==================== block 1
block_1/zoom.png
Window x 58 to 78, y 13 to 33 um. Cells in grey, sequential cells in the stronger grey; small squares are vias.
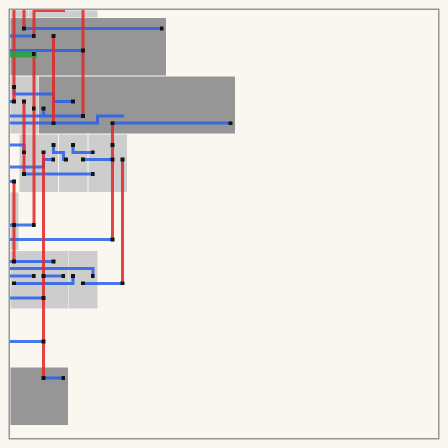

==> config.mk <==
export PLATFORM = sky130hd
export DESIGN_NAME = pair_printer
export DESIGN_NICKNAME = d
export VERILOG_FILES = /design/src/rtl/pair_printer.sv
export SDC_FILE = /design/constraint.sdc
export NUM_CORES = 1
export LEC_CHECK = 0
export CORE_MARGIN = 10
export CORE_UTILIZATION = 48
export CTS_CLUSTER_DIAMETER = 150
export DETAILED_ROUTE_END_ITERATION = 10
export GPL_TIMING_DRIVEN = 0
export PLACE_DENSITY = 0.8
export SYNTH_ARGS = -nofsm -noshare
export SYNTH_HDL_FRONTEND = slang
export SYNTH_SLANG_ARGS = --single-unit
==> constraint.sdc <==
create_clock -name clk -period 2.3 [get_ports clk]
set_input_delay 0.69 -clock clk [delete_from_list [all_inputs] [get_ports clk]]
set_output_delay 0.69 -clock clk [all_outputs]
set_load 0.01 [all_outputs]
==> src/rtl/pair_printer.sv <==
// UART (8N1) printer for transformer character pairs: emits "lhs:rhs" followed
// by a space, or by CR LF on the last pair of a line. Holds exactly one pair.
module pair_printer #(
  parameter int CLKS_PER_BIT = 16
) (
  input  logic       clk,
  input  logic       rst,
  input  logic       in_valid,
  output logic       in_ready,
  input  logic [7:0] lhs,
  input  logic [7:0] rhs,
  input  logic       line_end,
  output logic       tx,
  output logic       busy,
  output logic [7:0] pair_count,
  output logic [7:0] line_count
);
  localparam logic [1:0] IDLE  = 2'd0;
  localparam logic [1:0] START = 2'd1;
  localparam logic [1:0] DATA  = 2'd2;
  localparam logic [1:0] STOP  = 2'd3;
  localparam int CW = $clog2(CLKS_PER_BIT);

  typedef struct packed {
    logic [7:0] lhs;
    logic [7:0] rhs;
    logic       line_end;
  } pair_t;

  logic [1:0]    state;
  logic [CW-1:0] baud_cnt;
  logic [2:0]    bit_idx;
  logic [2:0]    byte_idx;
  pair_t         cap;
  logic [7:0]    cur_byte;
  logic          baud_done;
  logic          last_byte;

  assign baud_done = (baud_cnt == CW'(CLKS_PER_BIT - 1));
  assign last_byte = (byte_idx == (cap.line_end ? 3'd4 : 3'd3));
  assign in_ready  = (state == IDLE);
  assign busy      = (state != IDLE);

  // byte_idx walks lhs, ':', rhs, then ' ' or CR LF
  always_comb begin
    cur_byte = 8'h20;
    case (byte_idx)
      3'd0:    cur_byte = cap.lhs;
      3'd1:    cur_byte = 8'h3A;
      3'd2:    cur_byte = cap.rhs;
      3'd3:    cur_byte = cap.line_end ? 8'h0D : 8'h20;
      3'd4:    cur_byte = 8'h0A;
      default: cur_byte = 8'h20;
    endcase
  end

  // tx is decoded from state so reset forces the idle level immediately
  always_comb begin
    tx = 1'b1;
    case (state)
      START:   tx = 1'b0;
      DATA:    tx = cur_byte[bit_idx];
      default: tx = 1'b1;
    endcase
  end

  always_ff @(posedge clk or posedge rst) begin
    if (rst) begin
      state      <= IDLE;
      baud_cnt   <= '0;
      bit_idx    <= '0;
      byte_idx   <= '0;
      cap        <= '0;
      pair_count <= '0;
      line_count <= '0;
    end else begin
      case (state)
        IDLE: begin
          if (in_valid) begin
            cap      <= {lhs, rhs, line_end};
            state    <= START;
            baud_cnt <= '0;
            bit_idx  <= '0;
            byte_idx <= '0;
          end
        end
        START: begin
          if (baud_done) begin
            baud_cnt <= '0;
            bit_idx  <= '0;
            state    <= DATA;
          end else begin
            baud_cnt <= baud_cnt + 1'b1;
          end
        end
        DATA: begin
          if (baud_done) begin
            baud_cnt <= '0;
            if (bit_idx == 3'd7) begin
              bit_idx <= '0;
              state   <= STOP;
            end else begin
              bit_idx <= bit_idx + 3'd1;
            end
          end else begin
            baud_cnt <= baud_cnt + 1'b1;
          end
        end
        STOP: begin
          if (baud_done) begin
            baud_cnt <= '0;
            if (last_byte) begin
              state      <= IDLE;
              byte_idx   <= '0;
              pair_count <= pair_count + 8'd1;
              if (cap.line_end) line_count <= line_count + 8'd1;
            end else begin
              byte_idx <= byte_idx + 3'd1;
              state    <= START;
            end
          end else begin
            baud_cnt <= baud_cnt + 1'b1;
          end
        end
        default: state <= IDLE;
      endcase
    end
  end
endmodule

==================== block 2
==> src/rtl/seg7_pkg.sv <==
// Shared types and constants for the seven-segment display controller.
// Segment patterns are active-low, bit0 = a ... bit6 = g.
package seg7_pkg;

  typedef enum logic [1:0] {
    MODE_DIRECT = 2'd0,
    MODE_LZS    = 2'd1,
    MODE_SCROLL = 2'd2
  } mode_e;

  localparam logic [6:0] SEG_OFF = 7'h7F;

  localparam logic [6:0] HEX_SEG [16] = '{
    7'h40, 7'h79, 7'h24, 7'h30, 7'h19, 7'h12, 7'h02, 7'h78,
    7'h00, 7'h10, 7'h08, 7'h03, 7'h46, 7'h21, 7'h06, 7'h0E
  };

  // Reserved encoding 3 falls back to direct display.
  function automatic mode_e to_mode(input logic [1:0] raw);
    case (raw)
      2'd1:    return MODE_LZS;
      2'd2:    return MODE_SCROLL;
      default: return MODE_DIRECT;
    endcase
  endfunction

endpackage

==> src/rtl/seg7_decode.sv <==
// Combinational hex nibble to active-low seven-segment pattern.
module seg7_decode
  import seg7_pkg::*;
(
  input  logic [3:0] nibble,
  output logic [6:0] seg
);

  assign seg = HEX_SEG[nibble];

endmodule

==> src/rtl/seg7_display_ctrl.sv <==
// NUM_DIGITS seven-segment driver with blink, leading-zero suppress and scroll.
// Define SEG7_DP_EN to add the wr_dp / dp_out decimal-point ports.
module seg7_display_ctrl
  import seg7_pkg::*;
#(
  parameter int NUM_DIGITS = 6,
  parameter int CLK_HZ     = 50000000,
  parameter int BLINK_HZ   = 2,
  parameter int SCROLL_HZ  = 4
) (
  input  logic                      clk_50,
  input  logic                      reset_n,
  input  logic                      wr_valid,
  output logic                      wr_ready,
  input  logic [4*NUM_DIGITS-1:0]   wr_data,
  input  logic [NUM_DIGITS-1:0]     wr_blink,
  input  logic [1:0]                wr_mode,
`ifdef SEG7_DP_EN
  input  logic [NUM_DIGITS-1:0]     wr_dp,
  output logic [NUM_DIGITS-1:0]     dp_out,
`endif
  output logic [7*NUM_DIGITS-1:0]   seg_out
);

  localparam int BLINK_TC  = CLK_HZ / (2 * BLINK_HZ) - 1;
  localparam int SCROLL_TC = CLK_HZ / SCROLL_HZ - 1;
  localparam int BW        = $clog2(BLINK_TC) + 1;
  localparam int SW        = $clog2(SCROLL_TC) + 1;
  localparam int OW        = (NUM_DIGITS > 1) ? $clog2(NUM_DIGITS) : 1;

  localparam logic [BW-1:0] BLINK_END  = BW'(BLINK_TC);
  localparam logic [SW-1:0] SCROLL_END = SW'(SCROLL_TC);
  localparam logic [OW-1:0] OFF_LAST   = OW'(NUM_DIGITS - 1);

  if (BLINK_TC < 1) begin : g_bad_blink
    $error("seg7_display_ctrl: blink terminal count must be >= 1");
  end
  if (SCROLL_TC < 1) begin : g_bad_scroll
    $error("seg7_display_ctrl: scroll terminal count must be >= 1");
  end
  if (NUM_DIGITS < 1 || NUM_DIGITS > 8) begin : g_bad_digits
    $error("seg7_display_ctrl: NUM_DIGITS must be 1..8");
  end

  logic [4*NUM_DIGITS-1:0] data_q, data_d;
  logic [NUM_DIGITS-1:0]   blink_q, blink_d;
  mode_e                   mode_q, mode_d;
  logic                    loaded_q, loaded_d;
  logic                    commit_q, commit_d;
  logic [BW-1:0]           bcnt_q, bcnt_d;
  logic                    bphase_q, bphase_d;
  logic [SW-1:0]           scnt_q, scnt_d;
  logic [OW-1:0]           soff_q, soff_d;
  logic [7*NUM_DIGITS-1:0] seg_q, seg_d;
`ifdef SEG7_DP_EN
  logic [NUM_DIGITS-1:0]   dp_q, dp_d;
  logic [NUM_DIGITS-1:0]   dpo_q, dpo_d;
`endif

  logic                    accept;
  logic [3:0]              nib_sel [NUM_DIGITS];
  logic [6:0]              dec_seg [NUM_DIGITS];
  logic [NUM_DIGITS-1:0]   lz_blank;
  logic [NUM_DIGITS-1:0]   blink_blank;
  logic                    lead;
  int                      src;

  // The cycle after an accept is the commit cycle; no new write is taken then.
  assign wr_ready = ~commit_q;
  assign accept   = wr_valid & ~commit_q;
  assign seg_out  = seg_q;
`ifdef SEG7_DP_EN
  assign dp_out   = dpo_q;
`endif

  always_comb begin
    data_d   = data_q;
    blink_d  = blink_q;
    mode_d   = mode_q;
    loaded_d = loaded_q;
    commit_d = accept;
`ifdef SEG7_DP_EN
    dp_d     = dp_q;
`endif
    if (accept) begin
      data_d   = wr_data;
      blink_d  = wr_blink;
      mode_d   = to_mode(wr_mode);
      loaded_d = 1'b1;
`ifdef SEG7_DP_EN
      dp_d     = wr_dp;
`endif
    end
  end

  always_comb begin
    bcnt_d   = bcnt_q + 1'b1;
    bphase_d = bphase_q;
    if (accept) begin
      bcnt_d   = '0;
      bphase_d = 1'b0;
    end else if (bcnt_q == BLINK_END) begin
      bcnt_d   = '0;
      bphase_d = ~bphase_q;
    end
  end

  // Scroll position only advances in scroll mode and restarts on every write.
  always_comb begin
    scnt_d = scnt_q + 1'b1;
    soff_d = soff_q;
    if (accept || mode_q != MODE_SCROLL) begin
      scnt_d = '0;
      soff_d = '0;
    end else if (scnt_q == SCROLL_END) begin
      scnt_d = '0;
      soff_d = (soff_q == OFF_LAST) ? '0 : soff_q + 1'b1;
    end
  end

  always_comb begin
    src = 0;
    for (int i = 0; i < NUM_DIGITS; i++) begin
      src = i - int'(soff_q);
      if (src < 0) src = src + NUM_DIGITS;
      nib_sel[i] = data_q[4*src +: 4];
    end
  end

  for (genvar g = 0; g < NUM_DIGITS; g++) begin : g_dec
    seg7_decode u_dec (
      .nibble (nib_sel[g]),
      .seg    (dec_seg[g])
    );
  end

  // Walk down from the leftmost digit; digit 0 always stays visible.
  always_comb begin
    lead     = 1'b1;
    lz_blank = '0;
    for (int i = NUM_DIGITS - 1; i >= 1; i--) begin
      if (lead && data_q[4*i +: 4] == 4'd0) lz_blank[i] = 1'b1;
      else lead = 1'b0;
    end
    if (mode_q != MODE_LZS) lz_blank = '0;
  end

  always_comb begin
    blink_blank = blink_q & {NUM_DIGITS{bphase_q}};
    seg_d       = '0;
    for (int i = 0; i < NUM_DIGITS; i++) begin
      if (!loaded_q || blink_blank[i] || lz_blank[i]) seg_d[7*i +: 7] = SEG_OFF;
      else seg_d[7*i +: 7] = dec_seg[i];
    end
`ifdef SEG7_DP_EN
    dpo_d = ~(dp_q & ~blink_blank & {NUM_DIGITS{loaded_q}});
`endif
  end

  always_ff @(posedge clk_50) begin
    if (!reset_n) begin
      data_q   <= '0;
      blink_q  <= '0;
      mode_q   <= MODE_DIRECT;
      loaded_q <= 1'b0;
      commit_q <= 1'b0;
      bcnt_q   <= '0;
      bphase_q <= 1'b0;
      scnt_q   <= '0;
      soff_q   <= '0;
      seg_q    <= {NUM_DIGITS{SEG_OFF}};
`ifdef SEG7_DP_EN
      dp_q     <= '0;
      dpo_q    <= '1;
`endif
    end else begin
      data_q   <= data_d;
      blink_q  <= blink_d;
      mode_q   <= mode_d;
      loaded_q <= loaded_d;
      commit_q <= commit_d;
      bcnt_q   <= bcnt_d;
      bphase_q <= bphase_d;
      scnt_q   <= scnt_d;
      soff_q   <= soff_d;
      seg_q    <= seg_d;
`ifdef SEG7_DP_EN
      dp_q     <= dp_d;
      dpo_q    <= dpo_d;
`endif
    end
  end

endmodule
==> config.mk <==
export PLATFORM = sky130hd
export DESIGN_NAME = seg7_display_ctrl
export DESIGN_NICKNAME = d
export VERILOG_FILES = /design/src/rtl/seg7_pkg.sv /design/src/rtl/seg7_decode.sv /design/src/rtl/seg7_display_ctrl.sv
export SDC_FILE = /design/constraint.sdc
export NUM_CORES = 1
export LEC_CHECK = 0
export CAP_MARGIN = 10
export CORE_MARGIN = 8
export CORE_UTILIZATION = 45
export CTS_CLUSTER_DIAMETER = 120
export DETAILED_ROUTE_END_ITERATION = 12
export GPL_TIMING_DRIVEN = 0
export PLACE_DENSITY = 0.68
export SLEW_MARGIN = 10
export SYNTH_ARGS = -nofsm -noshare
export SYNTH_HDL_FRONTEND = slang
export SYNTH_HIERARCHICAL = 1
export SYNTH_SLANG_ARGS = --single-unit
==> constraint.sdc <==
create_clock -name clk_50 -period 3.9 [get_ports clk_50]
set_input_delay 0.39 -clock clk_50 [delete_from_list [all_inputs] [get_ports clk_50]]
set_output_delay 0.39 -clock clk_50 [all_outputs]
set_load 0.05 [all_outputs]
==================== block 3
===== src/rtl/qpsk_tx_shaper.sv =====
// Two-channel (I/Q) polyphase pulse-shaping transmit filter: upsamples QPSK symbols by OS
// through a shared symmetric FIR. Optional runtime coefficient load: QPSK_TX_COEF_LOAD_EN.
module qpsk_tx_shaper #(
    parameter int OS   = 4,
    parameter int NSYM = 6,
    parameter int CW   = 8,
    parameter int OW   = 16
) (
    input  logic                          clk,
    input  logic                          reset,
    input  logic                          i_en,
    input  logic                          s_valid,
    output logic                          s_ready,
    input  logic [1:0]                    s_sym,
`ifdef QPSK_TX_COEF_LOAD_EN
    input  logic                          coef_we,
    input  logic [$clog2(OS*NSYM)-1:0]    coef_addr,
    input  logic signed [CW-1:0]          coef_data,
`endif
    output logic                          o_valid,
    output logic signed [OW-1:0]          o_i,
    output logic signed [OW-1:0]          o_q,
    output logic [$clog2(OS)-1:0]         o_phase,
    output logic                          o_underrun
);

    localparam int TAPS = OS * NSYM;
    localparam int AW   = $clog2(TAPS);
    localparam int PW   = $clog2(OS);
    localparam int SW   = CW + $clog2(NSYM) + 1;
    localparam int XW   = (OW > SW) ? OW + 1 : SW + 1;

    function automatic logic signed [CW-1:0] default_coef(input int k);
        logic signed [7:0] v;
        case (k)
            0:  v = 8'sh00;  1:  v = 8'shFE;  2:  v = 8'shFF;  3:  v = 8'sh00;
            4:  v = 8'sh02;  5:  v = 8'sh00;  6:  v = 8'shFB;  7:  v = 8'shF5;
            8:  v = 8'shF9;  9:  v = 8'sh0A;  10: v = 8'sh25;  11: v = 8'sh3E;
            12: v = 8'sh48;  13: v = 8'sh3E;  14: v = 8'sh25;  15: v = 8'sh0A;
            16: v = 8'shF9;  17: v = 8'shF5;  18: v = 8'shFB;  19: v = 8'sh00;
            20: v = 8'sh02;  21: v = 8'sh00;  22: v = 8'shFF;  23: v = 8'shFE;
            default: v = 8'sh00;
        endcase
        return CW'(v);
    endfunction

    // Clamp to the OW signed range; evaluated in a width wide enough for both sides.
    function automatic logic signed [OW-1:0] saturate(input logic signed [SW-1:0] v);
        logic signed [XW-1:0] vx;
        logic signed [XW-1:0] hi;
        logic signed [XW-1:0] lo;
        vx = XW'(v);
        hi = $signed({{(XW-OW+1){1'b0}}, {(OW-1){1'b1}}});
        lo = ~hi;
        if (vx > hi) begin
            return OW'(hi);
        end else if (vx < lo) begin
            return OW'(lo);
        end
        return OW'(vx);
    endfunction

    logic signed [CW-1:0] coef_c [TAPS];

    for (genvar k = 0; k < TAPS; k++) begin : g_coef
`ifdef QPSK_TX_COEF_LOAD_EN
        // Not reset: power-up value is the default table, later writes persist across reset.
        logic signed [CW-1:0] coef_q = default_coef(k);
        logic signed [CW-1:0] coef_d;

        always_comb begin
            coef_d = coef_q;
            if (coef_we && (coef_addr == AW'(k))) begin
                coef_d = coef_data;
            end
        end

        always_ff @(posedge clk) begin
            coef_q <= coef_d;
        end

        assign coef_c[k] = coef_q;
`else
        assign coef_c[k] = default_coef(k);
`endif
    end

    logic [PW-1:0]          phase_q,      phase_d;
    logic [NSYM-1:0]        live_q,       live_d;
    logic [NSYM-1:0]        isgn_q,       isgn_d;
    logic [NSYM-1:0]        qsgn_q,       qsgn_d;
    logic                   started_q,    started_d;
    logic                   o_valid_q,    o_valid_d;
    logic signed [OW-1:0]   o_i_q,        o_i_d;
    logic signed [OW-1:0]   o_q_q,        o_q_d;
    logic [PW-1:0]          o_phase_q,    o_phase_d;
    logic                   o_underrun_q, o_underrun_d;

    logic signed [SW-1:0]   sum_i;
    logic signed [SW-1:0]   sum_q;
    logic                   accept;

    // Gated by reset so upstream never sees a handshake that the reset discards.
    assign accept  = i_en & ~reset & (phase_q == PW'(OS - 1));
    assign s_ready = accept;

    always_comb begin
        logic signed [SW-1:0] term;
        sum_i = '0;
        sum_q = '0;
        term  = '0;
        for (int j = 0; j < NSYM; j++) begin
            term = SW'(coef_c[AW'(j * OS) + AW'(phase_q)]);
            if (live_q[j]) begin
                sum_i = isgn_q[j] ? sum_i + term : sum_i - term;
                sum_q = qsgn_q[j] ? sum_q + term : sum_q - term;
            end
        end
    end

    always_comb begin
        phase_d      = phase_q;
        live_d       = live_q;
        isgn_d       = isgn_q;
        qsgn_d       = qsgn_q;
        started_d    = started_q;
        o_valid_d    = i_en;
        o_i_d        = o_i_q;
        o_q_d        = o_q_q;
        o_phase_d    = o_phase_q;
        o_underrun_d = o_underrun_q;
        if (i_en) begin
            o_i_d     = saturate(sum_i);
            o_q_d     = saturate(sum_q);
            o_phase_d = phase_q;
            phase_d   = phase_q + PW'(1);
            if (accept) begin
                live_d = {s_valid,  live_q[NSYM-1:1]};
                isgn_d = {s_sym[1], isgn_q[NSYM-1:1]};
                qsgn_d = {s_sym[0], qsgn_q[NSYM-1:1]};
                if (s_valid) begin
                    started_d = 1'b1;
                end else if (started_q) begin
                    o_underrun_d = 1'b1;
                end
            end
        end
    end

    always_ff @(posedge clk) begin
        if (reset) begin
            phase_q      <= '0;
            live_q       <= '0;
            isgn_q       <= '0;
            qsgn_q       <= '0;
            started_q    <= 1'b0;
            o_valid_q    <= 1'b0;
            o_i_q        <= '0;
            o_q_q        <= '0;
            o_phase_q    <= '0;
            o_underrun_q <= 1'b0;
        end else begin
            phase_q      <= phase_d;
            live_q       <= live_d;
            isgn_q       <= isgn_d;
            qsgn_q       <= qsgn_d;
            started_q    <= started_d;
            o_valid_q    <= o_valid_d;
            o_i_q        <= o_i_d;
            o_q_q        <= o_q_d;
            o_phase_q    <= o_phase_d;
            o_underrun_q <= o_underrun_d;
        end
    end

    assign o_valid    = o_valid_q;
    assign o_i        = o_i_q;
    assign o_q        = o_q_q;
    assign o_phase    = o_phase_q;
    assign o_underrun = o_underrun_q;

endmodule


===== config.mk =====
export PLATFORM = sky130hd
export DESIGN_NAME = qpsk_tx_shaper
export DESIGN_NICKNAME = d
export VERILOG_FILES = /design/src/rtl/qpsk_tx_shaper.sv
export SDC_FILE = /design/constraint.sdc
export NUM_CORES = 1
export LEC_CHECK = 0
export ABC_CLOCK_PERIOD_IN_PS = 19700
export CAP_MARGIN = 40
export CORE_MARGIN = 5
export CORE_UTILIZATION = 27
export CTS_CLUSTER_SIZE = 10
export DETAILED_ROUTE_END_ITERATION = 6
export PLACE_DENSITY_LB_ADDON = 0.12
export SLEW_MARGIN = 40
export SYNTH_ARGS = -nofsm -noshare
export SYNTH_HDL_FRONTEND = slang
export SYNTH_SLANG_ARGS = --single-unit

===== constraint.sdc =====
create_clock -name clk -period 19.7 [get_ports clk]
set_input_delay 3.94 -clock clk [delete_from_list [all_inputs] [get_ports clk]]
set_output_delay 3.94 -clock clk [all_outputs]
set_load 0.05 [all_outputs]

==================== block 4
File: src/rtl/alu_exec_wb.sv
// Execute/write-back stage around the combinational 8-bit ALU: decodes instruction bytes,
// feeds the ALU from a 4-entry register file and retires T/Cf/Zf into the registers and flags.
module alu_exec_wb #(
    parameter int DW             = 8,
    parameter bit NOP_ON_ILLEGAL = 1'b1
) (
    input  logic          clk,
    input  logic          rst_n,
    input  logic [7:0]    ins,
    input  logic          ins_valid,
    output logic          ins_ready,
    output logic          M,
    output logic [3:0]    se,
    output logic [DW-1:0] S,
    output logic [DW-1:0] D,
    input  logic [DW-1:0] T,
    input  logic          Cf,
    input  logic          Zf,
    output logic          CF,
    output logic          ZF,
    input  logic [1:0]    dbg_sel,
    output logic [DW-1:0] dbg_data,
    output logic          busy,
    output logic          ill_op
);

    localparam logic [3:0] OP_LDI    = 4'b0000;
    localparam logic [3:0] OP_ADD    = 4'b1001;
    localparam logic [3:0] OP_SUB    = 4'b0110;
    localparam logic [3:0] OP_AND    = 4'b1011;
    localparam logic [3:0] OP_NOT    = 4'b0101;
    localparam logic [3:0] OP_MOVD_A = 4'b1010;
    localparam logic [3:0] OP_MOVD_B = 4'b0100;
    localparam logic [3:0] OP_MOVS   = 4'b1100;

    typedef enum logic [1:0] {
        ST_IDLE,
        ST_IMM,
        ST_EXEC
    } state_t;

    state_t        state_q, state_d;
    logic          m_q, m_d;
    logic [3:0]    se_q, se_d;
    logic [DW-1:0] s_q, s_d;
    logic [DW-1:0] d_q, d_d;
    logic [1:0]    rd_q, rd_d;
    logic [DW-1:0] regs_q [4];
    logic [DW-1:0] regs_d [4];
    logic          cf_q, cf_d;
    logic          zf_q, zf_d;
    logic          ill_q, ill_d;

    logic [3:0]    op_f;
    logic [1:0]    rs_f;
    logic [1:0]    rd_f;
    logic          accept;
    logic          op_alu;
    logic          op_ldi;

    assign op_f   = ins[7:4];
    assign rs_f   = ins[3:2];
    assign rd_f   = ins[1:0];
    assign op_ldi = (op_f == OP_LDI);

    assign ins_ready = (state_q != ST_EXEC);
    assign busy      = (state_q != ST_IDLE);
    assign accept    = ins_valid && ins_ready;

    assign M        = m_q;
    assign se       = se_q;
    assign S        = s_q;
    assign D        = d_q;
    assign CF       = cf_q;
    assign ZF       = zf_q;
    assign ill_op   = ill_q;
    assign dbg_data = regs_q[dbg_sel];

    always_comb begin
        op_alu = 1'b0;
        case (op_f)
            OP_ADD, OP_SUB, OP_AND, OP_NOT,
            OP_MOVD_A, OP_MOVD_B, OP_MOVS: op_alu = 1'b1;
            default:                       op_alu = 1'b0;
        endcase
    end

    // Operands are sampled in IDLE, one cycle after the previous write-back, so no bypass exists.
    always_comb begin
        state_d = state_q;
        m_d     = m_q;
        se_d    = se_q;
        s_d     = s_q;
        d_d     = d_q;
        rd_d    = rd_q;
        regs_d  = regs_q;
        cf_d    = cf_q;
        zf_d    = zf_q;
        ill_d   = 1'b0;

        case (state_q)
            ST_IDLE: begin
                if (accept) begin
                    if (op_alu) begin
                        m_d     = 1'b1;
                        se_d    = op_f;
                        s_d     = regs_q[rs_f];
                        d_d     = regs_q[rd_f];
                        rd_d    = rd_f;
                        state_d = ST_EXEC;
                    end else if (op_ldi) begin
                        rd_d    = rd_f;
                        state_d = ST_IMM;
                    end else begin
                        ill_d = !NOP_ON_ILLEGAL;
                    end
                end
            end
            ST_IMM: begin
                if (accept) begin
                    m_d     = 1'b0;
                    se_d    = 4'd0;
                    s_d     = DW'(ins);
                    d_d     = '0;
                    state_d = ST_EXEC;
                end
            end
            ST_EXEC: begin
                regs_d[rd_q] = T;
                if ((se_q == OP_ADD) || (se_q == OP_SUB)) begin
                    cf_d = Cf;
                    zf_d = Zf;
                end
                m_d     = 1'b0;
                se_d    = 4'd0;
                s_d     = '0;
                d_d     = '0;
                state_d = ST_IDLE;
            end
            default: begin
                state_d = ST_IDLE;
            end
        endcase
    end

    always_ff @(posedge clk or negedge rst_n) begin
        if (!rst_n) begin
            state_q <= ST_IDLE;
            m_q     <= 1'b0;
            se_q    <= 4'd0;
            s_q     <= '0;
            d_q     <= '0;
            rd_q    <= 2'd0;
            cf_q    <= 1'b0;
            zf_q    <= 1'b0;
            ill_q   <= 1'b0;
            for (int i = 0; i < 4; i++) begin
                regs_q[i] <= '0;
            end
        end else begin
            state_q <= state_d;
            m_q     <= m_d;
            se_q    <= se_d;
            s_q     <= s_d;
            d_q     <= d_d;
            rd_q    <= rd_d;
            cf_q    <= cf_d;
            zf_q    <= zf_d;
            ill_q   <= ill_d;
            regs_q  <= regs_d;
        end
    end

endmodule

File: config.mk
export PLATFORM = sky130hd
export DESIGN_NAME = alu_exec_wb
export DESIGN_NICKNAME = d
export VERILOG_FILES = /design/src/rtl/alu_exec_wb.sv
export SDC_FILE = /design/constraint.sdc
export NUM_CORES = 1
export LEC_CHECK = 0
export CORE_ASPECT_RATIO = 1.75
export CORE_UTILIZATION = 57
export DETAILED_ROUTE_END_ITERATION = 7
export GPL_ROUTABILITY_DRIVEN = 0
export PLACE_DENSITY = 0.82
export SLEW_MARGIN = 30
export SYNTH_ARGS = -nofsm -noshare
export SYNTH_HDL_FRONTEND = slang
export SYNTH_SLANG_ARGS = --single-unit
File: constraint.sdc
create_clock -name clk -period 4.1 [get_ports clk]
set_clock_uncertainty 0.05 [all_clocks]
set_input_delay 0.41 -clock clk [delete_from_list [all_inputs] [get_ports clk]]
set_output_delay 0.41 -clock clk [all_outputs]
set_load 0.01 [all_outputs]
block_2/clock_map.png
Drawn at 2 px/um.
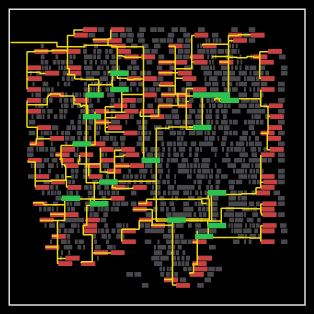
cells driving clock nets: marked green, count 17. clock wires: marked yellow, length 1820 um. flip-flops: marked red, count 130.
Position of the flops: all over the die.
clk latency late pin: 420 ps
Layout Skew: 5.50 ps

==> flow_summary.ini, block 2 <==
; generated from flow reports
[clocking]
ctsRootBufferMaster = clkbuf_16
cts_tree = done
hold_buffers = 0

[synth]
synth_nets = 967
yosys.area.top_type_share_pct = 33.6

[final_layout]
fill_cells = 1610
combGateArea_um2 = 4850

[grt]
grtUsageMet3_pct = 3.88
grt_max_degree = 20

[die]
coreArea_um2 = 17100
fp_util_pct = 45.4

[outcome]
status = complete, no violations

[routing]
ant_nets = 0

[power_and_ir_drop]
switchingPower_uw = 951

[setup_path]
required_ps = 4210
==> block 2: Yosys cell counts, types with 6 or more instances <==
master,instances
a21oi_1,65
buf_6,6
o31ai_1,13
nand2_1,43
a22oi_1,8
clkbuf_1,31
nor2_1,61
nand3_1,37
a22o_1,38
o22ai_1,6
inv_1,31
nor2b_1,7
o21ai_0,28
ha_1,53
mux2_2,11
buf_2,7
o21ai_1,14
nor4_1,6
nand2b_1,32
or4_1,14
xnor2_1,7
nand4_1,18
a32o_1,6
dfxtp_1,130
xor2_1,18
and3_1,13
mux2i_1,40
or2_2,20
and4_1,8
or3_1,15
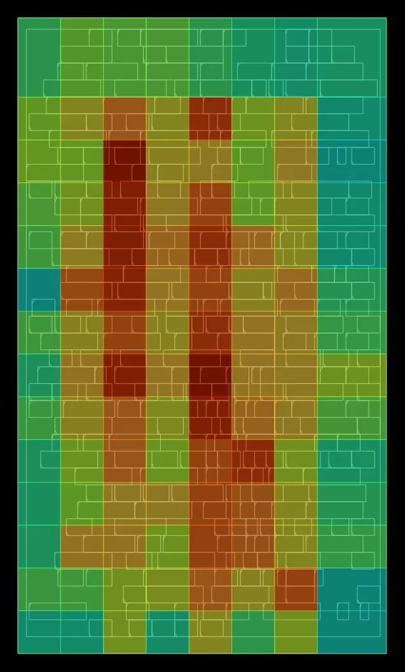
block_4/final_congestion.png
met3 Resource Use GR: 4.27%
busiest grt layer: met2

==> flow_summary.ini, block 4 <==
; generated from flow reports
[final_layout]
nets = 316
seq_cells = 59
layout_top_cells = 59 x dfrtp_1, 54 x clkdlybuf4s50_1, 44 x mux2_2, 18 x mux2_4, 16 x mux4_2
comb_area_share_pct = 41.6

[timing]
period_needed_ps = 2810

[setup_path]
critPathBufInv = 2

[die]
fp_util_pct = 58.9
coreArea_um2 = 5590

[grt]
grt_max_degree = 40
grt_overflow = 0

[synth]
syn_area_per_cell_um2 = 13.9
netlist_area_um2 = 3290
yosys_warnings = 0
edf_count = 0
synth_chip_area_um2 = 3290
yosysSeqAreaShare_pct = 44.9
top_area_cell = dfrtp_1

[outcome]
status = complete, no violations

[place]
portBuffers = 55

[hold_path]
hp-class = reg2reg

[routing]
drc_errors = 0

[power_and_ir_drop]
vdd_drop_max_mv = 0.385
block 4: routing by layer:
layer / up-vias / track usage [%] / wire length [um]
li1: 992 / - / -
met1: 1100 / 31.4 / 2800
met2: 60 / 40.8 / 3630
met3: 13 / 4.27 / 252
met4: 0 / 13.0 / 140
met5: - / 0 / 0
block 4: through the flow:
stage / utilization (%) / setup slack, ps / cells / area, um^2
global placement: 69.0 / 1270 / 354 / 3850
floorplan: - / 2250 / 237 / 3290
global route: 72.4 / 1200 / 369 / 4040
CTS: 72.4 / 1240 / 369 / 4040
finish: 72.4 / 1290 / 369 / 4040
detailed placement: 69.0 / 1240 / 354 / 3850
block_1/registers.png
Drawn at 4 px/um.
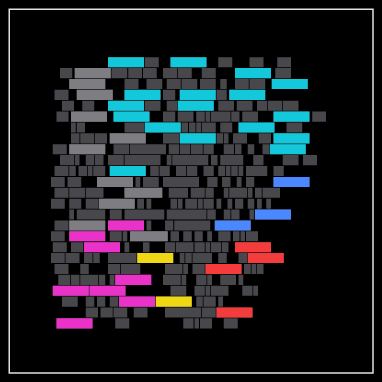
line_count: marked magenta, sequential cells 8, where south-west. cap: marked cyan, sequential cells 17. state: marked yellow, sequential cells 2. baud_cnt: marked red, sequential cells 4. bit_idx: marked blue, sequential cells 3.
Seq area share: 36.3%
flip-flop and latch power: 1230 uW
final core utilization: 65.0%
area occupied by registers: 1130 um^2

block_1/clock_map.png
Drawn at 3 px/um.
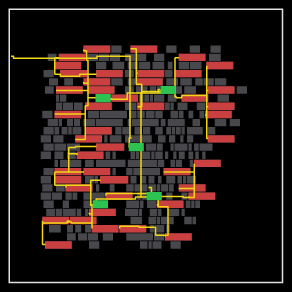
cells driving clock nets: marked green, count 5. flip-flops: marked red, count 45. clock wires: marked yellow, length 527 um.
There are 6 routed clock nets.
clk latency late pin: 300 ps
Layout Skew: 6.46 ps
P_clk: 475 uW

Notes on block_1/zoom.png above:
met3: marked green. met1: marked blue. met2: marked red.
8 logic cells have their middle in the window. Netlist names of flops here include baud_cnt (2). Most frequent: dfrtp_1 (2). Sequential cells in the window: 2.

==> flow_summary.ini, block 1 <==
; generated from flow reports
[outcome]
status = finished with violations
violations = setup timing

[timing]
worst_pin_slew_ps = 535
slew_viol_final = 0
setup_viol = 1
tns_ps = -485
fin_ws_ps = -485

[routing]
dr_wl_met3_um = 308
dr.pass1.iters = 4

[synth]
yosysSeqAreaShare_pct = 47.1
logic_family = simple AND/OR/NAND/NOR gates

[setup_path]
timing.rr.end = line_count[1]
crit_chain = ha_4, ha_4, nor2b_1, a221o_1, a221oi_2, o32ai_2, buf_2
end_kind = primary output

[hold_path]
hold_end = pair_count[7]

[final_layout]
fill_cells = 391
comb_area_share_pct = 41.0
combGateArea_um2 = 1270
num_antenna_cells = 0

[power_and_ir_drop]
switching_share_pct = 37.0
total_power_uw = 3210

[grt]
grt_pass1_wl_mm = 8.68
-- block 1: worst max-delay path: cells and delay by family, from the launching register on --
kind                     cells  cell delay [ps]
AND/OR/NAND/NOR              1              130
adder cells (fa/ha/maj)      2              350
flip-flops                   1              470
buffers and inverters        1              150
AND-OR/OR-AND                3              690
-- block 1: flip-flops by register name, summed over array words and instances (netlist names) --
name	cells
baud_cnt	4
bit_idx	3
byte_idx	3
cap	17
line_count	8
pair_count	8
state	2
-- block 1: timing repair --
action                     4_1_cts  5_1_grt
resized                         16        4
pin swaps                        8        1
setup endpoints to repair        3        3
setup buffers                    8        1
block_3/zoom.png
Window x 128 to 148, y 36 to 56 um. Cells in grey, sequential cells in the stronger grey; small squares are vias.
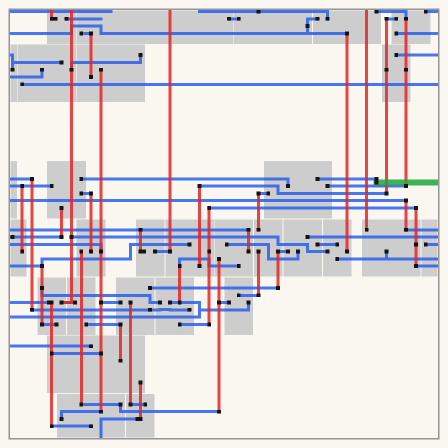
met2: marked red. met3: marked green. met1: marked blue.
Most frequent: inv_1 (5), nor2_1 (4), o21ai_0 (3). 26 logic cells have their middle in the window. Sequential cells in the window: 0.

==> flow_summary.ini, block 3 <==
; generated from flow reports
[grt]
grt_overflow = 0
gr-usage-met2_pct = 23.7

[synth]
netlist_area_um2 = 8200
logic_family = AND-OR/OR-AND gates
top_cell = ha_1
mux_area_share_pct = 9.32
syn_area_per_cell_um2 = 7.79

[routing]
drc_errors = 0
drt_iter0_drc = 366

[die]
die-width_um = 184

[setup_path]
crit_top_cell = inv_1

[outcome]
status = complete, no violations

[power_and_ir_drop]
clockPowerShare_pct = 28.5
leakage_uw = 0.00404

[place]
portBuffers = 42

[final_layout]
design_area_um2 = 9040

[clocking]
clk_pin_slew_ps = 60
## block 3: final timing paths
check | start | to
hold / removal | o_q[2] | o_q[2]
setup / recovery | reset | s_ready
setup reg to reg | phase_q[0] | o_i[15]
hold reg to reg | o_q[2] | o_q[2]
## block 3: state kept, by name (all words and copies together), names as in the netlist
register	flops
o_i	12
o_q	12
isgn_q	6
live_q	6
qsgn_q	6
o_phase	2
phase_q	2
o_underrun	1
o_valid	1
started_q	1
## block 3: routing by layer
layer  wire length, um  share of wire, %  vias up
met4               214              0.89        0
met3               320               1.3       16
met1             12400                52     3360
li1                  -                 -     3793
met5                 0                 0        -
met2             11100                46       63

==> layout pictures side by side <==
Routed metal, one colour a layer.
Plate I
Drawn at 2 px/um.
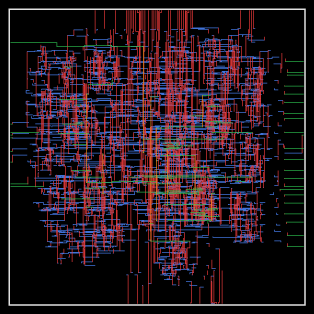
Plate II
Drawn at 2 px/um.
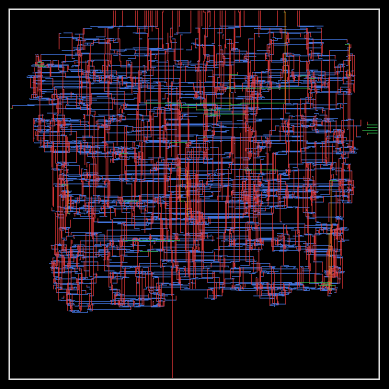
Plate III
Drawn at 4 px/um.
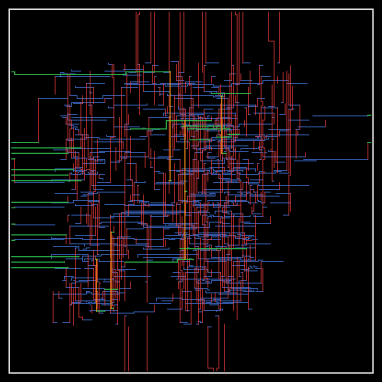
Plate IV
Drawn at 4 px/um.
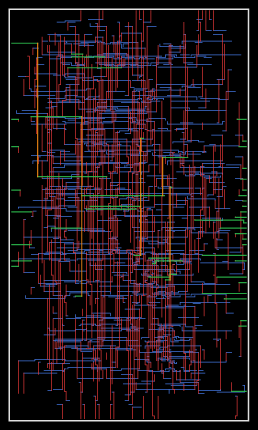
- block 4 = Plate IV
- block 3 = Plate II
- block 1 = Plate III
- block 2 = Plate I
Of these, largest die: Plate II

Key to Plate IV:
met2: marked red, wire length 3630 um. met3: marked green, wire length 252 um. met4: marked orange, wire length 140 um. met1: marked blue, wire length 2800 um.


==================== block 5
block_5/clock_map.png
Drawn at 4 px/um.
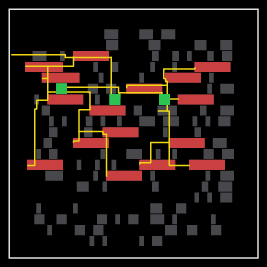
block_5/final_congestion.png
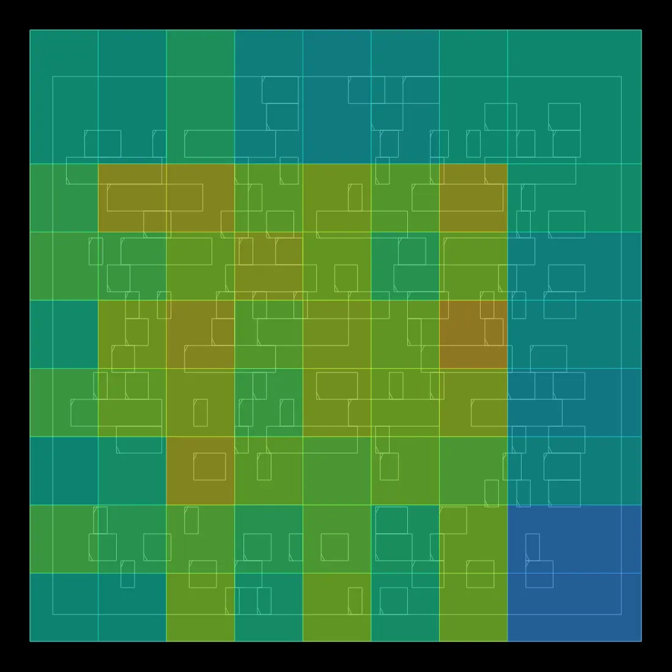
block_5/metal_stack.png
Drawn at 6 px/um.
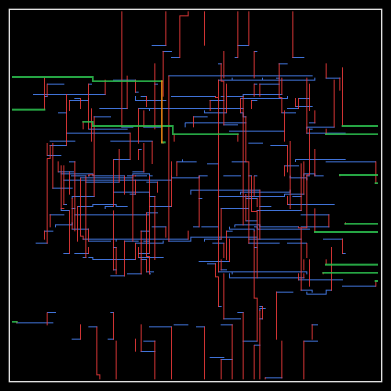
<file path="config.mk">
export PLATFORM = sky130hd
export DESIGN_NAME = alu_acc_stage_flat
export DESIGN_NICKNAME = d
export VERILOG_FILES = /design/src/rtl/alu_pkg.sv /design/src/rtl/alu_acc_stage_if.sv /design/src/rtl/key_debouncer.sv /design/src/rtl/alu_acc_stage.sv /design/src/flat_wrapper.sv
export SDC_FILE = /design/constraint.sdc
export NUM_CORES = 1
export LEC_CHECK = 0
export ABC_AREA = 1
export CAP_MARGIN = 20
export CELL_PAD_IN_SITES_DETAIL_PLACEMENT = 2
export CELL_PAD_IN_SITES_GLOBAL_PLACEMENT = 2
export CORE_MARGIN = 2
export CORE_UTILIZATION = 22
export DETAILED_ROUTE_END_ITERATION = 10
export GPL_TIMING_DRIVEN = 0
export PLACE_DENSITY_LB_ADDON = 0.1
export SYNTH_ARGS = -nofsm -noshare
export SYNTH_HDL_FRONTEND = slang
export SYNTH_SLANG_ARGS = --single-unit
</file>
<file path="constraint.sdc">
create_clock -name clock -period 1.3 [get_ports clock]
set_input_delay 0.195 -clock clock [delete_from_list [all_inputs] [get_ports clock]]
set_output_delay 0.195 -clock clock [all_outputs]
set_load 0.005 [all_outputs]
</file>
<file path="src/rtl/alu_pkg.sv">
// rtl/alu_pkg.sv - shared types and constants for the ALU accumulator stage
//
// Contents:
//   state_t    : key debouncer FSM states (IDLE, CAPTURE, HOLD)
//   DATA_W     : accumulator / ALU result width (8)
//   HIST_DEPTH : number of history entries (4)
//   hist_idx_t : history read index (2 bits)
package alu_pkg;

  typedef enum logic [1:0] {
    IDLE    = 2'd0,
    CAPTURE = 2'd1,
    HOLD    = 2'd2
  } state_t;

  localparam int DATA_W     = 8;
  localparam int HIST_DEPTH = 4;

  typedef logic [1:0] hist_idx_t;

endpackage

</file>
<file path="src/rtl/alu_acc_stage_if.sv">
// rtl/alu_acc_stage_if.sv - signal bundle between the accumulator stage and its surroundings
//
// Signals:
//   capture_key   : raw active-low pushbutton (asynchronous)
//   alu_in        : ALU result to capture
//   hist_sel      : history read index, 0 = most recent previous value
//   acc_out       : accumulator value, [3:0] is ALU operand B
//   capture_pulse : one-cycle strobe in the cycle the accumulator is written
//   hist_out      : selected history entry, zero when hist_sel >= hist_count
//   hist_count    : number of valid history entries, 0..4
// Modports: master (board/ALU side), slave (accumulator stage)
interface alu_acc_stage_if;
  import alu_pkg::*;

  logic              capture_key;
  logic [DATA_W-1:0] alu_in;
  hist_idx_t         hist_sel;
  logic [DATA_W-1:0] acc_out;
  logic              capture_pulse;
  logic [DATA_W-1:0] hist_out;
  logic [2:0]        hist_count;

  modport master (
    output capture_key, alu_in, hist_sel,
    input  acc_out, capture_pulse, hist_out, hist_count
  );

  modport slave (
    input  capture_key, alu_in, hist_sel,
    output acc_out, capture_pulse, hist_out, hist_count
  );

endinterface

</file>
<file path="src/rtl/key_debouncer.sv">
// rtl/key_debouncer.sv - synchroniser, debounce counter and press FSM for the capture key
//
// Parameters:
//   DEBOUNCE_CYCLES : consecutive stable synchronised samples to accept a press or release (>= 1)
// Ports:
//   clock         : system clock, rising edge
//   reset_n       : asynchronous active-low reset
//   key_n         : raw active-low pushbutton, asynchronous to clock
//   capture_pulse : registered, high for exactly the CAPTURE cycle
//   state         : current FSM state
module key_debouncer
  import alu_pkg::*;
#(
  parameter int DEBOUNCE_CYCLES = 4
) (
  input  logic   clock,
  input  logic   reset_n,
  input  logic   key_n,
  output logic   capture_pulse,
  output state_t state
);

  localparam int             CW       = $clog2(DEBOUNCE_CYCLES + 1);
  localparam logic [CW-1:0]  CNT_LAST = CW'(DEBOUNCE_CYCLES - 1);

  logic          sync1;
  logic          key_s;
  logic [CW-1:0] cnt;

  // Both flops reset to the released level so a held key is re-qualified after reset.
  always_ff @(posedge clock or negedge reset_n) begin
    if (!reset_n) begin
      sync1 <= 1'b1;
      key_s <= 1'b1;
    end else begin
      sync1 <= key_n;
      key_s <= sync1;
    end
  end

  // The counter holds the number of matching samples already seen, so the
  // DEBOUNCE_CYCLES-th matching sample is the one that finds cnt == CNT_LAST.
  always_ff @(posedge clock or negedge reset_n) begin
    if (!reset_n) begin
      state         <= IDLE;
      cnt           <= '0;
      capture_pulse <= 1'b0;
    end else begin
      capture_pulse <= 1'b0;
      case (state)
        IDLE: begin
          if (!key_s) begin
            if (cnt == CNT_LAST) begin
              state         <= CAPTURE;
              cnt           <= '0;
              capture_pulse <= 1'b1;
            end else begin
              cnt <= cnt + 1'b1;
            end
          end else begin
            cnt <= '0;
          end
        end
        CAPTURE: begin
          state <= HOLD;
          cnt   <= '0;
        end
        HOLD: begin
          if (key_s) begin
            if (cnt == CNT_LAST) begin
              state <= IDLE;
              cnt   <= '0;
            end else begin
              cnt <= cnt + 1'b1;
            end
          end else begin
            cnt <= '0;
          end
        end
        default: begin
          state <= IDLE;
          cnt   <= '0;
        end
      endcase
    end
  end

endmodule

</file>
<file path="src/rtl/alu_acc_stage.sv">
// rtl/alu_acc_stage.sv - accumulator stage capturing the ALU result on a debounced key press
//
// Parameters:
//   DEBOUNCE_CYCLES : debounce length in cycles (default 4)
//   HIST_DEPTH      : history entries, fixed at 4
// Ports:
//   clock   : system clock, rising edge
//   reset_n : asynchronous active-low reset
//   bus     : alu_acc_stage_if.slave (capture_key, alu_in, hist_sel in;
//             acc_out, capture_pulse, hist_out, hist_count out)
// Build option: define ALU_ACC_HISTORY_EN to build the history buffer; otherwise
// hist_out and hist_count are tied to 0.
module alu_acc_stage
  import alu_pkg::*;
#(
  parameter int DEBOUNCE_CYCLES = 4,
  parameter int HIST_DEPTH      = 4
) (
  input  logic            clock,
  input  logic            reset_n,
  alu_acc_stage_if.slave  bus
);

  state_t            state;
  logic              cap_pulse;
  logic [DATA_W-1:0] acc;

  key_debouncer #(
    .DEBOUNCE_CYCLES (DEBOUNCE_CYCLES)
  ) u_key_debouncer (
    .clock         (clock),
    .reset_n       (reset_n),
    .key_n         (bus.capture_key),
    .capture_pulse (cap_pulse),
    .state         (state)
  );

  // alu_in is stored verbatim; it is only looked at during the CAPTURE cycle.
  always_ff @(posedge clock or negedge reset_n) begin
    if (!reset_n) begin
      acc <= '0;
    end else if (state == CAPTURE) begin
      acc <= bus.alu_in;
    end
  end

  assign bus.acc_out       = acc;
  assign bus.capture_pulse = cap_pulse;

`ifdef ALU_ACC_HISTORY_EN
  logic [DATA_W-1:0] hist [HIST_DEPTH];
  logic [2:0]        hcnt;

  // The value being overwritten by the capture becomes the newest history entry.
  always_ff @(posedge clock or negedge reset_n) begin
    if (!reset_n) begin
      for (int i = 0; i < HIST_DEPTH; i++) hist[i] <= '0;
      hcnt <= '0;
    end else if (state == CAPTURE) begin
      for (int i = HIST_DEPTH - 1; i > 0; i--) hist[i] <= hist[i-1];
      hist[0] <= acc;
      if (hcnt != 3'(HIST_DEPTH)) hcnt <= hcnt + 3'd1;
    end
  end

  assign bus.hist_out   = ({1'b0, bus.hist_sel} < hcnt) ? hist[bus.hist_sel] : '0;
  assign bus.hist_count = hcnt;
`else
  localparam int unused_hist_depth = HIST_DEPTH;
  logic unused_hist_sel;
  assign unused_hist_sel = ^bus.hist_sel;

  assign bus.hist_out   = '0;
  assign bus.hist_count = '0;
`endif

endmodule

</file>
<file path="src/flat_wrapper.sv">
// flat-port wrapper written by rule: the top's interface ports become plain ports
module alu_acc_stage_flat import alu_pkg::*;
#(
  parameter int DEBOUNCE_CYCLES = 4,
  parameter int HIST_DEPTH      = 4
)
  (clock, reset_n, bus_capture_key, bus_alu_in, bus_hist_sel, bus_acc_out, bus_capture_pulse, bus_hist_out, bus_hist_count);
  alu_acc_stage_if bus_i ();
  input  logic clock;
  input  logic reset_n;
  input wire logic [$bits(bus_i.capture_key)-1:0] bus_capture_key;
  input wire logic [$bits(bus_i.alu_in)-1:0] bus_alu_in;
  input wire logic [$bits(bus_i.hist_sel)-1:0] bus_hist_sel;
  output wire logic [$bits(bus_i.acc_out)-1:0] bus_acc_out;
  output wire logic [$bits(bus_i.capture_pulse)-1:0] bus_capture_pulse;
  output wire logic [$bits(bus_i.hist_out)-1:0] bus_hist_out;
  output wire logic [$bits(bus_i.hist_count)-1:0] bus_hist_count;
  assign bus_i.capture_key = bus_capture_key;
  assign bus_i.alu_in = bus_alu_in;
  assign bus_i.hist_sel = bus_hist_sel;
  assign bus_acc_out = bus_i.acc_out;
  assign bus_capture_pulse = bus_i.capture_pulse;
  assign bus_hist_out = bus_i.hist_out;
  assign bus_hist_count = bus_i.hist_count;
  alu_acc_stage #(.DEBOUNCE_CYCLES(DEBOUNCE_CYCLES), .HIST_DEPTH(HIST_DEPTH)) u_core (.clock(clock), .reset_n(reset_n), .bus(bus_i));
endmodule
</file>
==> flow_summary.ini <==
; generated from flow reports
[clocking]
htreeDepth = 1
cts-buffers-inserted = 3
cts_tree = done
hold_buffers = 0

[die]
rows = 20

[routing]
wl_met1_um = 712
dr.pass1.iters = 4

[power_and_ir_drop]
p_comb_share_pct = 37.4

[final_layout]
syn2layout_area_growth_pct = 44.9
seq_cells = 16

[outcome]
status = complete, no violations

[setup_path]
end_kind = primary output
critical_path_peak_fanout = 2

[synth]
synth.cellmix.simpleShare_pct = 26.0
mux_area_share_pct = 0

[place]
dp_hpwl_mm = 1.32
About block_5/clock_map.png:
clock wires: marked yellow, length 225 um. cells driving clock nets: marked green, count 3. flip-flops: marked red, count 16.
There are 4 routed clock nets.
P_clk: 332 uW
Clock Power Share: 19.2%
Layout Skew: 3.61 ps
clk latency late pin: 290 ps

About block_5/final_congestion.png:
WL/cell: 11.0 um
grt met1 use: 11.8%
Global Route Usage Sum: 10.6%
busiest grt layer: met2
met2 GRT Util: 18.8%

About block_5/metal_stack.png:
met1: marked blue, wire length 713 um. met3: marked green, wire length 114 um. met2: marked red, wire length 891 um. met4: marked orange, wire length 10.2 um.
Via Count: 627
WL final: 1.73 mm

final timing paths:
check	from	to	slack, ps	depth (start not counted)
worst max-delay path	u_core.bus.acc_out[6]	bus_acc_out[6]	160	1
worst min-delay path	bus_capture_key	u_core.u_key_debouncer.sync1	310	1
worst max register to register	u_core.u_key_debouncer.cnt[0]	u_core.u_key_debouncer.cnt[0]	210	4
worst min register to register	u_core.u_key_debouncer.sync1	u_core.u_key_debouncer.key_s	360	0
max in group asynchronous	reset_n	u_core.bus.acc_out[1]	520	1
min in group asynchronous	reset_n	u_core.u_key_debouncer.capture_pulse	330	1


==> screenshots <==
Metal 4.
picture 1
Drawn at 2 px/um. Cells faint in the background.
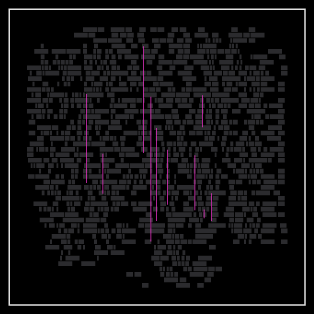
picture 2
Drawn at 4 px/um. Cells faint in the background.
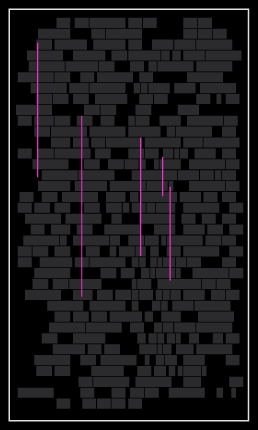
picture 3
Drawn at 2 px/um. Cells faint in the background.
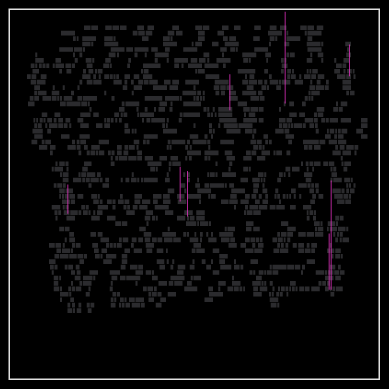
Picture 1 is block 2.
Picture 3 is block 3.
Picture 2 is block 4.
The one with the largest die is picture 3.
The one with the smallest die is picture 2.

No activity file was given, so power comes from the tool's default toggle rates.
